# ---- mem_arbiter ----
<file path="config.mk">
export PLATFORM = sky130hd
export DESIGN_NAME = mem_arbiter
export DESIGN_NICKNAME = d
export VERILOG_FILES = /design/src/rtl/mem_pkg.sv /design/src/rtl/mem_arb_grant.sv /design/src/rtl/mem_arbiter.sv
export SDC_FILE = /design/constraint.sdc
export NUM_CORES = 1
export LEC_CHECK = 0
export ABC_AREA = 1
export CORE_AREA = 2 2 160 84
export DETAILED_ROUTE_END_ITERATION = 8
export DIE_AREA = 0 0 162 86
export GPL_TIMING_DRIVEN = 0
export PLACE_DENSITY = 0.89
export SETUP_SLACK_MARGIN = 0.05
export SYNTH_ARGS = -nofsm -noshare
export SYNTH_HDL_FRONTEND = slang
export SYNTH_SLANG_ARGS = --single-unit
</file>
<file path="constraint.sdc">
create_clock -name clk -period 2.05 [get_ports clk]
set_clock_uncertainty 0.1 [all_clocks]
set_input_delay 0.205 -clock clk [delete_from_list [all_inputs] [get_ports clk]]
set_output_delay 0.205 -clock clk [all_outputs]
set_load 0.005 [all_outputs]
</file>
<file path="src/rtl/mem_pkg.sv">
// rtl/mem_pkg.sv - shared constants and types for the memory arbiter
package mem_pkg;

    localparam int ROM_RAM_SEL_BIT = 10;
    localparam int RAM_IDX_HI      = 9;
    localparam int RAM_IDX_LO      = 2;

    typedef logic [1:0] state_t;
    localparam state_t ST_IDLE  = 2'd0;
    localparam state_t ST_ISSUE = 2'd1;
    localparam state_t ST_RESP  = 2'd2;

    typedef enum logic {
        OWN_IF = 1'b0,
        OWN_D  = 1'b1
    } owner_t;

endpackage

</file>
<file path="src/rtl/mem_arb_grant.sv">
// rtl/mem_arb_grant.sv - data-first priority select with fetch starvation counter
module mem_arb_grant #(
    parameter int STARVE_LIMIT = 4
) (
    input  logic clk,
    input  logic reset,
    input  logic accept_en,
    input  logic if_req_valid,
    input  logic d_req_valid,
    output logic grant_if,
    output logic grant_d
);

    localparam int CW = $clog2(STARVE_LIMIT + 1);
    localparam logic [CW-1:0] LIMIT = CW'(STARVE_LIMIT);

    logic [CW-1:0] starve_cnt;
    logic          starved;

    // Fetch overrides data only once it has watched LIMIT data grants go by.
    assign starved  = (starve_cnt == LIMIT) && if_req_valid;
    assign grant_d  = accept_en && d_req_valid && !starved;
    assign grant_if = accept_en && if_req_valid && (!d_req_valid || starved);

    always_ff @(posedge clk or posedge reset) begin
        if (reset) begin
            starve_cnt <= '0;
        end else if (!if_req_valid || grant_if) begin
            starve_cnt <= '0;
        end else if (grant_d && (starve_cnt != LIMIT)) begin
            starve_cnt <= starve_cnt + CW'(1);
        end
    end

endmodule

</file>
<file path="src/rtl/mem_arbiter.sv">
// rtl/mem_arbiter.sv - single-outstanding arbiter sharing ROM/RAM between fetch and load/store
module mem_arbiter
    import mem_pkg::*;
#(
    parameter int ADDR_WIDTH   = 32,
    parameter int DATA_WIDTH   = 32,
    parameter int STARVE_LIMIT = 4
) (
    input  logic                  clk,
    input  logic                  reset,
    input  logic                  if_req_valid,
    output logic                  if_req_ready,
    input  logic [ADDR_WIDTH-1:0] if_addr,
    output logic                  if_resp_valid,
    output logic [DATA_WIDTH-1:0] if_resp_data,
    output logic                  if_resp_err,
    input  logic                  d_req_valid,
    output logic                  d_req_ready,
    input  logic [ADDR_WIDTH-1:0] d_addr,
    input  logic                  d_write,
    input  logic [DATA_WIDTH-1:0] d_wdata,
    output logic                  d_resp_valid,
    output logic [DATA_WIDTH-1:0] d_resp_data,
    output logic                  d_resp_err,
    output logic                  mem_en,
    output logic                  mem_write,
    output logic [ADDR_WIDTH-1:0] mem_addr,
    output logic [DATA_WIDTH-1:0] mem_wdata,
    input  logic [DATA_WIDTH-1:0] mem_rdata
);

    state_t state, state_nxt;
    owner_t owner;
    logic   write_q, err_q;

    logic                  accept_en, accept;
    logic                  grant_if, grant_d;
    logic [ADDR_WIDTH-1:0] sel_addr;
    logic                  sel_write, sel_err;
    logic                  in_resp;
    logic [DATA_WIDTH-1:0] resp_word;

    assign accept_en = (state == ST_IDLE) || (state == ST_RESP);

    mem_arb_grant #(
        .STARVE_LIMIT (STARVE_LIMIT)
    ) u_grant (
        .clk          (clk),
        .reset        (reset),
        .accept_en    (accept_en),
        .if_req_valid (if_req_valid),
        .d_req_valid  (d_req_valid),
        .grant_if     (grant_if),
        .grant_d      (grant_d)
    );

    assign if_req_ready = grant_if;
    assign d_req_ready  = grant_d;
    assign accept       = grant_if || grant_d;

    assign sel_addr  = grant_d ? d_addr : if_addr;
    assign sel_write = grant_d && d_write;
    assign sel_err   = (sel_addr[1:0] != 2'b00) || (sel_write && !sel_addr[ROM_RAM_SEL_BIT]);

    always_comb begin
        state_nxt = ST_IDLE;
        case (state)
            ST_IDLE:  state_nxt = accept ? ST_ISSUE : ST_IDLE;
            ST_ISSUE: state_nxt = ST_RESP;
            ST_RESP:  state_nxt = accept ? ST_ISSUE : ST_IDLE;
            default:  state_nxt = ST_IDLE;
        endcase
    end

    // mem_addr/mem_wdata only move for legal accesses so the bus stays quiet on rejects.
    always_ff @(posedge clk or posedge reset) begin
        if (reset) begin
            state     <= ST_IDLE;
            owner     <= OWN_IF;
            write_q   <= 1'b0;
            err_q     <= 1'b0;
            mem_addr  <= '0;
            mem_wdata <= '0;
        end else begin
            state <= state_nxt;
            if (accept) begin
                owner   <= grant_d ? OWN_D : OWN_IF;
                write_q <= sel_write;
                err_q   <= sel_err;
                if (!sel_err) begin
                    mem_addr <= sel_addr;
                end
                if (sel_write && !sel_err) begin
                    mem_wdata <= d_wdata;
                end
            end
        end
    end

    assign mem_en    = (state == ST_ISSUE) && !err_q;
    assign mem_write = mem_en && write_q;

    assign in_resp   = (state == ST_RESP);
    assign resp_word = (err_q || write_q) ? '0 : mem_rdata;

    assign if_resp_valid = in_resp && (owner == OWN_IF);
    assign if_resp_data  = if_resp_valid ? resp_word : '0;
    assign if_resp_err   = if_resp_valid && err_q;

    assign d_resp_valid  = in_resp && (owner == OWN_D);
    assign d_resp_data   = d_resp_valid ? resp_word : '0;
    assign d_resp_err    = d_resp_valid && err_q;

endmodule

</file>
# ---- lcd_hex_writer ----
===== config.mk =====
export PLATFORM = sky130hd
export DESIGN_NAME = lcd_hex_writer
export DESIGN_NICKNAME = d
export VERILOG_FILES = /design/src/rtl/lcd_hex_writer.sv
export SDC_FILE = /design/constraint.sdc
export NUM_CORES = 1
export LEC_CHECK = 0
export CAP_MARGIN = 20
export CORE_ASPECT_RATIO = 1.1
export CORE_MARGIN = 3
export CORE_UTILIZATION = 55
export CTS_BUF_LIST = sky130_fd_sc_hd__clkbuf_4 sky130_fd_sc_hd__clkbuf_8
export DETAILED_ROUTE_END_ITERATION = 12
export GPL_ROUTABILITY_DRIVEN = 0
export PLACE_DENSITY = 0.74
export RECOVER_POWER = 50
export SLEW_MARGIN = 10
export SYNTH_ARGS = -nofsm -noshare
export SYNTH_HDL_FRONTEND = slang
export SYNTH_SLANG_ARGS = --single-unit

===== constraint.sdc =====
create_clock -name clk -period 3.2 [get_ports clk]
set_input_delay 0.64 -clock clk [delete_from_list [all_inputs] [get_ports clk]]
set_output_delay 0.64 -clock clk [all_outputs]
set_load 0.01 [all_outputs]

===== src/rtl/lcd_hex_writer.sv =====
// lcd_hex_writer: shows each 16-bit display word sampled on a syscall as four
// ASCII hex characters on an HD44780-style 8-bit character LCD bus.
//
// Ports:
//   clk        in   system clock, rising edge
//   reset      in   asynchronous reset, active low
//   call       in   syscall strobe (level); one push per rising edge
//   data       in   16-bit display word, sampled on the call rising edge
//   lcd_rs     out  register select, 1 = data write
//   lcd_rw     out  read/write, always 0 (write)
//   lcd_e      out  enable strobe
//   lcd_db     out  character bus
//   busy       out  FSM not idle or FIFO non-empty
//   fifo_count out  FIFO occupancy
//   overflow   out  sticky, a word was dropped because the FIFO was full
//
// Parameters: DEPTH (power of 2, >= 2), SETUP_CYC, E_CYC, HOLD_CYC (>= 1).
// Macro LCD_HEX_SEPARATOR_EN: append a space after every word's four digits.
module lcd_hex_writer #(
   parameter int DEPTH     = 4,
   parameter int SETUP_CYC = 2,
   parameter int E_CYC     = 4,
   parameter int HOLD_CYC  = 2
) (
   input  logic                   clk,
   input  logic                   reset,
   input  logic                   call,
   input  logic [15:0]            data,
   output logic                   lcd_rs,
   output logic                   lcd_rw,
   output logic                   lcd_e,
   output logic [7:0]             lcd_db,
   output logic                   busy,
   output logic [$clog2(DEPTH):0] fifo_count,
   output logic                   overflow
);
   localparam int AW = $clog2(DEPTH);
   localparam int CW = $clog2(SETUP_CYC + E_CYC + HOLD_CYC + 1);
`ifdef LCD_HEX_SEPARATOR_EN
   localparam int IW = 3;
   localparam logic [IW-1:0] LAST = IW'(4);
`else
   localparam int IW = 2;
   localparam logic [IW-1:0] LAST = IW'(3);
`endif

   typedef enum logic [2:0] {IDLE, SETUP, PULSE, HOLD, NEXT} state_t;

   state_t          state_q, state_d;
   logic [CW-1:0]   cnt_q, cnt_d;
   logic [IW-1:0]   idx_q, idx_d;
   logic [AW-1:0]   wr_q, rd_q;
   logic [AW:0]     count_q, count_d;
   logic [15:0]     mem [DEPTH];
   logic            call_q, ovf_q, e_q;
   logic [7:0]      db_q;
   logic            push, pop, full, push_ok;
   logic [15:0]     head;
   logic [3:0]      nib;
   logic [7:0]      chr;

   assign push    = call & ~call_q;
   assign pop     = (state_q == NEXT) && (idx_q == LAST);
   assign full    = count_q == (AW+1)'(DEPTH);
   // A pop on the same edge frees the slot, so a push into a full FIFO still lands.
   assign push_ok = push & (~full | pop);
   assign count_d = (push_ok & ~pop) ? count_q + (AW+1)'(1) :
                    (pop & ~push_ok) ? count_q - (AW+1)'(1) : count_q;

   // The head entry is read in place; writes only ever target a free slot.
   assign head = mem[rd_q];
   assign nib  = (idx_q == IW'(0)) ? head[15:12] :
                 (idx_q == IW'(1)) ? head[11:8]  :
                 (idx_q == IW'(2)) ? head[7:4]   : head[3:0];
`ifdef LCD_HEX_SEPARATOR_EN
   assign chr  = (idx_q == LAST) ? 8'h20 :
                 (nib < 4'd10) ? {4'h3, nib} : 8'h37 + {4'h0, nib};
`else
   assign chr  = (nib < 4'd10) ? {4'h3, nib} : 8'h37 + {4'h0, nib};
`endif

   always_comb begin
      state_d = state_q;
      idx_d   = idx_q;
      case (state_q)
         IDLE:    state_d = (count_q != '0) ? SETUP : IDLE;
         SETUP:   state_d = (cnt_q == CW'(SETUP_CYC - 1)) ? PULSE : SETUP;
         PULSE:   state_d = (cnt_q == CW'(E_CYC - 1)) ? HOLD : PULSE;
         HOLD:    state_d = (cnt_q == CW'(HOLD_CYC - 1)) ? NEXT : HOLD;
         NEXT: begin
            idx_d   = (idx_q == LAST) ? '0 : idx_q + IW'(1);
            // count_d already includes this cycle's pop and any concurrent push.
            state_d = (idx_q != LAST || count_d != '0) ? SETUP : IDLE;
         end
         default: state_d = IDLE;
      endcase
      cnt_d = (state_d != state_q || state_q == IDLE) ? '0 : cnt_q + CW'(1);
   end

   // Idle with nothing queued: the bus keeps its last character.
   assign lcd_db     = (state_q == IDLE && count_q == '0) ? db_q : chr;
   assign busy       = (state_q != IDLE) || (count_q != '0);
   assign lcd_rs     = busy;
   assign lcd_rw     = 1'b0;
   assign lcd_e      = e_q;
   assign fifo_count = count_q;
   assign overflow   = ovf_q;

   always_ff @(posedge clk or negedge reset) begin
      if (!reset) begin
         state_q <= IDLE;
         cnt_q   <= '0;
         idx_q   <= '0;
         wr_q    <= '0;
         rd_q    <= '0;
         count_q <= '0;
         call_q  <= 1'b0;
         ovf_q   <= 1'b0;
         e_q     <= 1'b0;
         db_q    <= 8'h00;
      end else begin
         state_q <= state_d;
         cnt_q   <= cnt_d;
         idx_q   <= idx_d;
         wr_q    <= push_ok ? wr_q + AW'(1) : wr_q;
         rd_q    <= pop ? rd_q + AW'(1) : rd_q;
         count_q <= count_d;
         call_q  <= call;
         ovf_q   <= ovf_q | (push & full & ~pop);
         // Registered so the enable strobe is glitch-free on the pin.
         e_q     <= state_d == PULSE;
         db_q    <= lcd_db;
      end
   end

   always_ff @(posedge clk) begin
      if (push_ok) mem[wr_q] <= data;
   end
endmodule

Figure 1. M3 wires (lcd_hex_writer).
The bar under the picture is 20 microns long.
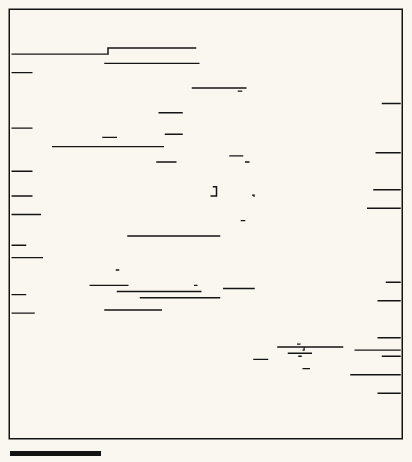
- longest straight run: 24.4 microns
- wire length on this layer: 338 microns
- nets with wire on the layer: 37
- main direction: horizontal

==> impl_metrics.ini, lcd_hex_writer <==
; yosys + openroad results
[final_timing]
drv_slew = 28
fin_ws_ps = -11.8
setup_violations = 1
finalHoldViolations = 0
fmax_ghz = 0.311

[setup_path]
required_ps = 2560
worstSetupStartpoint = rd_q[0]
worstPathArrival_ps = 2570

[final_layout]
utilization_pct = 71.0
stdcell_area_sq_mm = 0.00479
final-seq-area_sq_mm = 0.00260
sh_seq_area_pct = 54.3
comb_area_sq_mm = 0.00129
nFillCells = 450

[yosys]
synth_xor_xnor_area_share_pct = 1.79
synthFlopType = edfxtp_1
aoi_share_pct = 6.98
adder_share_pct = 4.48
top_area_share_pct = 49.2
top_area_cell = edfxtp_1

[clock_network]
ctsLongestPathBuffers = 2

[die]
n_tap_cell = 82

[power_and_ir_drop]
p_seq_w = 0.00159
pg_comb_w = 0.000938

[routing]
wl_met3_microns = 337
wl_per_cell_microns = 17.3

[global_routing]
grt_use_met2_pct = 30.4

[status]
status = finished with violations
violations = max-capacitance violations, max-slew violations, negative setup slack

[flow_run]
maxCapViolations = 1
[lcd_hex_writer: registers in the layout, summed over array words and instances, names as in the netlist]
| register | count |
|---|---|
| call_q | 1 |
| cnt_q | 4 |
| db_q | 8 |
| fifo_count | 3 |
| idx_q | 2 |
| lcd_e | 1 |
| mem | 64 |
| overflow | 1 |
| rd_q | 2 |
| state_q | 3 |
| wr_q | 2 |
[lcd_hex_writer: worst reg2reg max path, stage by stage (launching register included)]
cell and delay, ps:
dfrtp_1 410, clkbuf_4 160, ha_1 180, nand4bb_1 380, nand3_1 210, and2_1 280, and2_1 170, buf_4 260
Figure 2. Placement density heat map (mem_arbiter).
The die is cut into 16 by 9 equal tiles; white is low, dark blue is high, 0 to 100% covered.
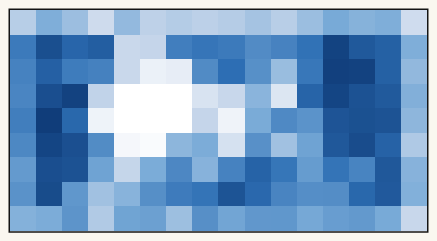
- emptiest ninth of the die: center
- densest ninth of the die: middle right
- nearly empty tiles: 4.2%
- mean over tiles: 55%
- fullest tile: 95%
- tiles over 75% full: 25%

==> impl_metrics.ini, mem_arbiter <==
; yosys + openroad results
[power_and_ir_drop]
cell_internal_pwr_w = 0.00426
p_per_area_mw_per_mm2 = 820
power-top-group = combinational cells
clk-power_w = 0.00158

[final_layout]
lay_top_cells = 195 x clkdlybuf4s50_1, 161 x nand2_1, 72 x dfrtp_1
layout_top_cell = clkdlybuf4s50_1
final-seq-area_sq_mm = 0.00180
nFillCells = 1028
sh_comb_area_pct = 28.8
logic_gate_count = 383

[final_timing]
finalCriticalPeriod_ps = 2040

[yosys]
top_area_share_pct = 44.7
topCellsByArea = dfrtp_1 45%, nand2_1 18%, nand4_1 9.8%
adder_share_pct = 0.621
yosysMostFrequentCell = nand2_1
top_logic_kind = simple AND/OR/NAND/NOR gates

[place]
placed_cells = 990
dp_hpwl_microns = 12500

[global_routing]
track_usage_pct = 23.6
antenna_found_initial = 0

[clock_network]
clk_latency_ps = 330
hold_buffers = 0

[setup_path]
cpPeakStageDelay_ps = 380
ff2ff_path_depth = 10
start_kind = flop
r2r_setup_slack_ps = 70

[status]
status = complete, no violations

[die]
fp_util_pct = 32.5

[routing]
drc = 0
vias = 5163
mem_arbiter: what timing repair did:
item	4_1_cts	5_1_grt
gates resized	212	187
cloned	1	5
buffers inserted	13	9
endpoints found under the setup margin	78	128
pin swaps	6	8
mem_arbiter: state kept, by name (all words and copies together) (netlist names):
name / cells
mem_addr: 32
mem_wdata: 32
owner: 1
state: 2
err_q: 1
write_q: 1
u_grant.starve_cnt: 3

# ---- instruction_fetch ----
Figure 3. Register map, names as in the netlist (instruction_fetch).
The bar under the picture is 50 microns long.
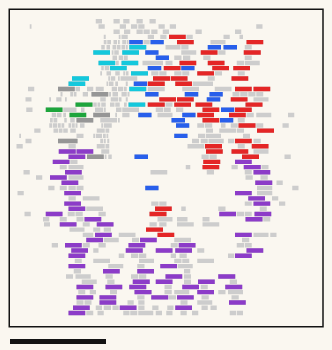
Figure 4. Cells colored by class (instruction_fetch).
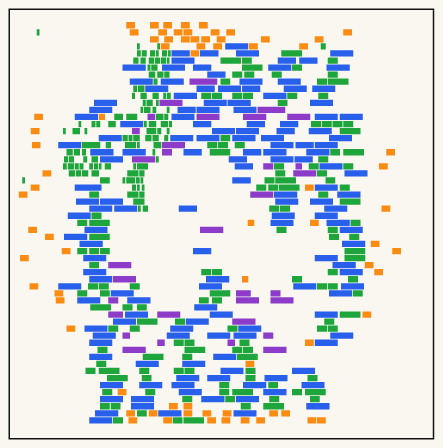
## config.mk

```make
export PLATFORM = sky130hd
export DESIGN_NAME = instruction_fetch
export DESIGN_NICKNAME = d
export VERILOG_FILES = /design/src/rtl/instruction_fetch.sv
export SDC_FILE = /design/constraint.sdc
export NUM_CORES = 1
export LEC_CHECK = 0
export CAP_MARGIN = 20
export CORE_AREA = 2 2 161 163
export CTS_CLUSTER_SIZE = 16
export DETAILED_ROUTE_END_ITERATION = 12
export DIE_AREA = 0 0 163 165
export SETUP_SLACK_MARGIN = 0.3
export SLEW_MARGIN = 20
export SYNTH_ARGS = -nofsm -noshare
export SYNTH_HDL_FRONTEND = slang
export SYNTH_SLANG_ARGS = --single-unit
```

## constraint.sdc

```tcl
create_clock -name i_clk -period 6.05 [get_ports i_clk]
set_input_delay 1.21 -clock i_clk [delete_from_list [all_inputs] [get_ports i_clk]]
set_output_delay 1.21 -clock i_clk [all_outputs]
set_load 0.05 [all_outputs]
```

## src/rtl/instruction_fetch.sv

```systemverilog
// instruction_fetch: BIP fetch stage. Owns the PC, drives program-memory
// addresses, tracks the memory's fixed read latency with a tag shift
// register, and buffers returned words in a skid FIFO toward the decoder.
// Optional halt-opcode detection is compiled in with FETCH_HALT_DETECT_EN;
// without it o_halted is tied low and fetch never stops on its own.
module instruction_fetch #(
  parameter int ADDR_WIDTH  = 11,
  parameter int INST_WIDTH  = 16,
  parameter int MEM_LATENCY = 2
`ifdef FETCH_HALT_DETECT_EN
  ,
  parameter logic [4:0] HALT_OPCODE = 5'b00000
`endif
) (
  input  logic                  i_clk,
  input  logic                  i_rst,
  input  logic                  i_enable,
  input  logic                  i_stall,
  input  logic                  i_redirect,
  input  logic [ADDR_WIDTH-1:0] i_redirect_addr,
  output logic [ADDR_WIDTH-1:0] o_mem_addr,
  input  logic [INST_WIDTH-1:0] i_mem_data,
  output logic [INST_WIDTH-1:0] o_inst,
  output logic [ADDR_WIDTH-1:0] o_inst_pc,
  output logic                  o_inst_valid,
  output logic                  o_halted
);

  // FIFO must absorb every read in flight plus the skid slots.
  localparam int FIFO_DEPTH = MEM_LATENCY + 2;
  localparam int PTR_W      = $clog2(FIFO_DEPTH);
  localparam int CNT_W      = $clog2(FIFO_DEPTH + 1);

  logic [ADDR_WIDTH-1:0]  pc;
  logic [MEM_LATENCY-1:0] tag_vld;
  logic [ADDR_WIDTH-1:0]  tag_pc [MEM_LATENCY];
  logic [INST_WIDTH-1:0]  fifo_inst [FIFO_DEPTH];
  logic [ADDR_WIDTH-1:0]  fifo_pc [FIFO_DEPTH];
  logic [PTR_W-1:0]       rd_ptr;
  logic [PTR_W-1:0]       wr_ptr;
  logic [CNT_W-1:0]       count;
  logic [CNT_W-1:0]       inflight;
  logic [CNT_W:0]         occupancy;
  logic                   pop;
  logic                   push;
  logic                   halt_take;
  logic                   redirect_take;
  logic                   flush;
  logic                   issue;
  logic                   halted;

  function automatic logic [PTR_W-1:0] ptr_next(input logic [PTR_W-1:0] p);
    return (p == PTR_W'(FIFO_DEPTH - 1)) ? '0 : p + PTR_W'(1);
  endfunction

  // Count the reads still travelling through the memory pipeline.
  always_comb begin
    inflight = '0;
    for (int i = 0; i < MEM_LATENCY; i++) begin
      inflight = inflight + CNT_W'(tag_vld[i]);
    end
  end

  assign o_inst_valid = (count != '0);
  assign o_inst       = fifo_inst[rd_ptr];
  assign o_inst_pc    = fifo_pc[rd_ptr];
  assign o_mem_addr   = pc;
  assign o_halted     = halted;

  assign pop  = o_inst_valid && !i_stall;
  assign push = tag_vld[MEM_LATENCY-1];

`ifdef FETCH_HALT_DETECT_EN
  assign halt_take = pop && (o_inst[INST_WIDTH-1 -: 5] == HALT_OPCODE);
`else
  assign halt_take = 1'b0;
`endif

  // A halt popped in the same cycle as a redirect takes priority.
  assign redirect_take = i_redirect && !halted && !halt_take;
  assign flush         = redirect_take || halt_take;

  // Conservative occupancy: a same-cycle pop is not credited, so the FIFO
  // can never be overrun by reads already issued.
  assign occupancy = {1'b0, count} + {1'b0, inflight};
  assign issue     = i_enable && !halted && !i_redirect && !halt_take &&
                     (occupancy < (CNT_W + 1)'(FIFO_DEPTH));

  // Program counter: jump target on redirect, else advance per issue.
  always_ff @(posedge i_clk or posedge i_rst) begin
    if (i_rst) begin
      pc <= '0;
    end else if (redirect_take) begin
      pc <= i_redirect_addr;
    end else if (issue) begin
      pc <= pc + ADDR_WIDTH'(1);
    end
  end

  // Tag valid pipeline: marks which memory-return cycles carry a live read.
  always_ff @(posedge i_clk or posedge i_rst) begin
    if (i_rst) begin
      tag_vld <= '0;
    end else if (flush) begin
      tag_vld <= '0;
    end else begin
      tag_vld[0] <= issue;
      for (int i = 1; i < MEM_LATENCY; i++) begin
        tag_vld[i] <= tag_vld[i-1];
      end
    end
  end

  // Tag address pipeline: pc travels alongside its valid bit.
  always_ff @(posedge i_clk) begin
    tag_pc[0] <= pc;
    for (int i = 1; i < MEM_LATENCY; i++) begin
      tag_pc[i] <= tag_pc[i-1];
    end
  end

  // FIFO storage: capture the returning word with its address.
  always_ff @(posedge i_clk or posedge i_rst) begin
    if (i_rst) begin
      for (int i = 0; i < FIFO_DEPTH; i++) begin
        fifo_inst[i] <= '0;
        fifo_pc[i]   <= '0;
      end
    end else if (push && !flush) begin
      fifo_inst[wr_ptr] <= i_mem_data;
      fifo_pc[wr_ptr]   <= tag_pc[MEM_LATENCY-1];
    end
  end

  // FIFO pointers and occupancy; a flush empties it in one edge.
  always_ff @(posedge i_clk or posedge i_rst) begin
    if (i_rst) begin
      rd_ptr <= '0;
      wr_ptr <= '0;
      count  <= '0;
    end else if (flush) begin
      rd_ptr <= '0;
      wr_ptr <= '0;
      count  <= '0;
    end else begin
      if (push) wr_ptr <= ptr_next(wr_ptr);
      if (pop)  rd_ptr <= ptr_next(rd_ptr);
      case ({push, pop})
        2'b10:   count <= count + CNT_W'(1);
        2'b01:   count <= count - CNT_W'(1);
        default: count <= count;
      endcase
    end
  end

`ifdef FETCH_HALT_DETECT_EN
  // Sticky halt flag, set when the halt instruction is consumed.
  always_ff @(posedge i_clk or posedge i_rst) begin
    if (i_rst) begin
      halted <= 1'b0;
    end else if (halt_take) begin
      halted <= 1'b1;
    end
  end
`else
  assign halted = 1'b0;
`endif

endmodule

```

==> impl_metrics.ini <==
; yosys + openroad results
[final_timing]
worst_hold_slack_ps = 328
fmax_ghz = 0.260
drv_slew = 0

[routing]
vias = 3674
wl_met1_microns = 5940
first_iter_violations = 145

[global_routing]
grt_pass1_wl_microns = 22000
use_met3_pct = 2.64
groute.layer.met1.usage_pct = 13.3

[place]
place.gp.congestion = 0.776
dp_hpwl_microns = 8920

[status]
status = complete, no violations

[die]
coreArea_sq_mm = 0.0250

[clock_network]
ctsLongestPathBuffers = 2

[setup_path]
worstSetupStartpoint = rd_ptr[0]
crit_end = o_inst_pc[9]

[yosys]
mux_area_share_pct = 29.7
top_area_share_pct = 51.7
synthCells = 408

[final_layout]
logic_gate_count = 229
layout_top_cell = dfrtp_1

[hold_path]
min_path_cells = 0
About Figure 3:
- blue: tag_pc (placed flops 22)
- green: count (placed flops 3)
- red: fifo_pc (placed flops 44)
- purple: fifo_inst (placed flops 64)
- cyan: o_mem_addr (placed flops 11; where top center)
Seq power: 0.00130 W
fin util: 31.5%
Register Area: 0.00365 sq mm

About Figure 4:
- green: combinational and other logic (cells 238)
- blue: sequential cells (cells 150)
- purple: clock drivers and dummy loads (cells 32)
- orange: remaining buffers and delay cells (cells 73)

[where the power goes]
group | switching, W | internal, W | total (W) | leakage, nW
clock network | 0.000473 | 0.000635 | 0.00111 | 0.305
logic | 0.000631 | 0.000469 | 0.00110 | 1.25
registers | 0.000140 | 0.00116 | 0.00130 | 1.88
total | 0.00124 | 0.00226 | 0.00350 | 3.44
[registers in the layout (all words and copies together) (netlist names)]
register / cells
tag_pc: 22
rd_ptr: 2
count: 3
fifo_inst: 64
o_mem_addr: 11
tag_vld: 2
wr_ptr: 2
fifo_pc: 44


==> layout pictures side by side <==
Placement view.
image #1
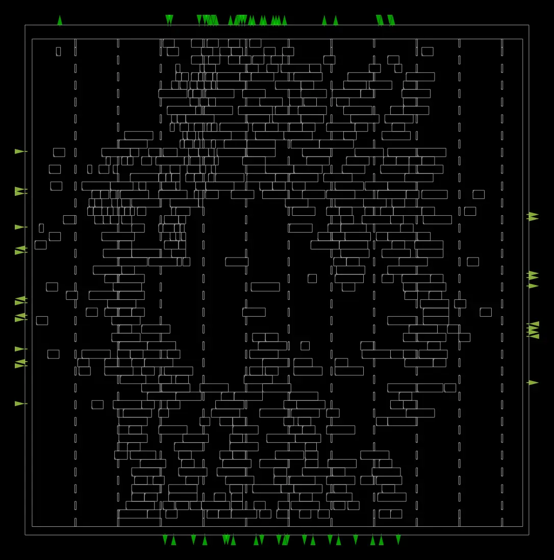
image #2
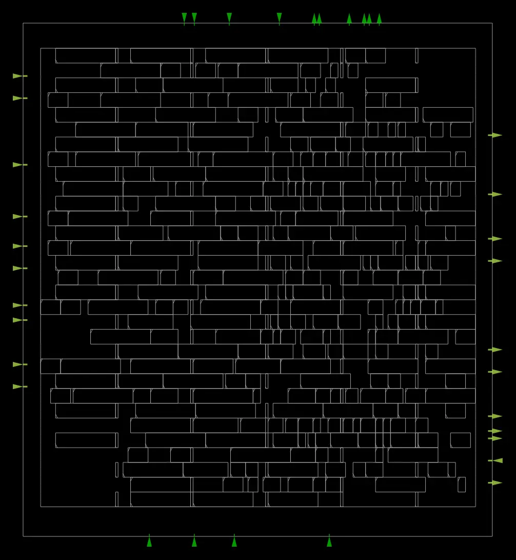
image #3
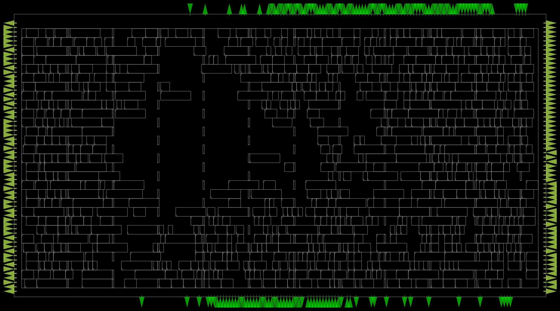
lcd_hex_writer: image #2
mem_arbiter: image #3
instruction_fetch: image #1
The one with the fewest sequential cells is image #3.

No activity file was given, so power comes from the tool's default toggle rates.
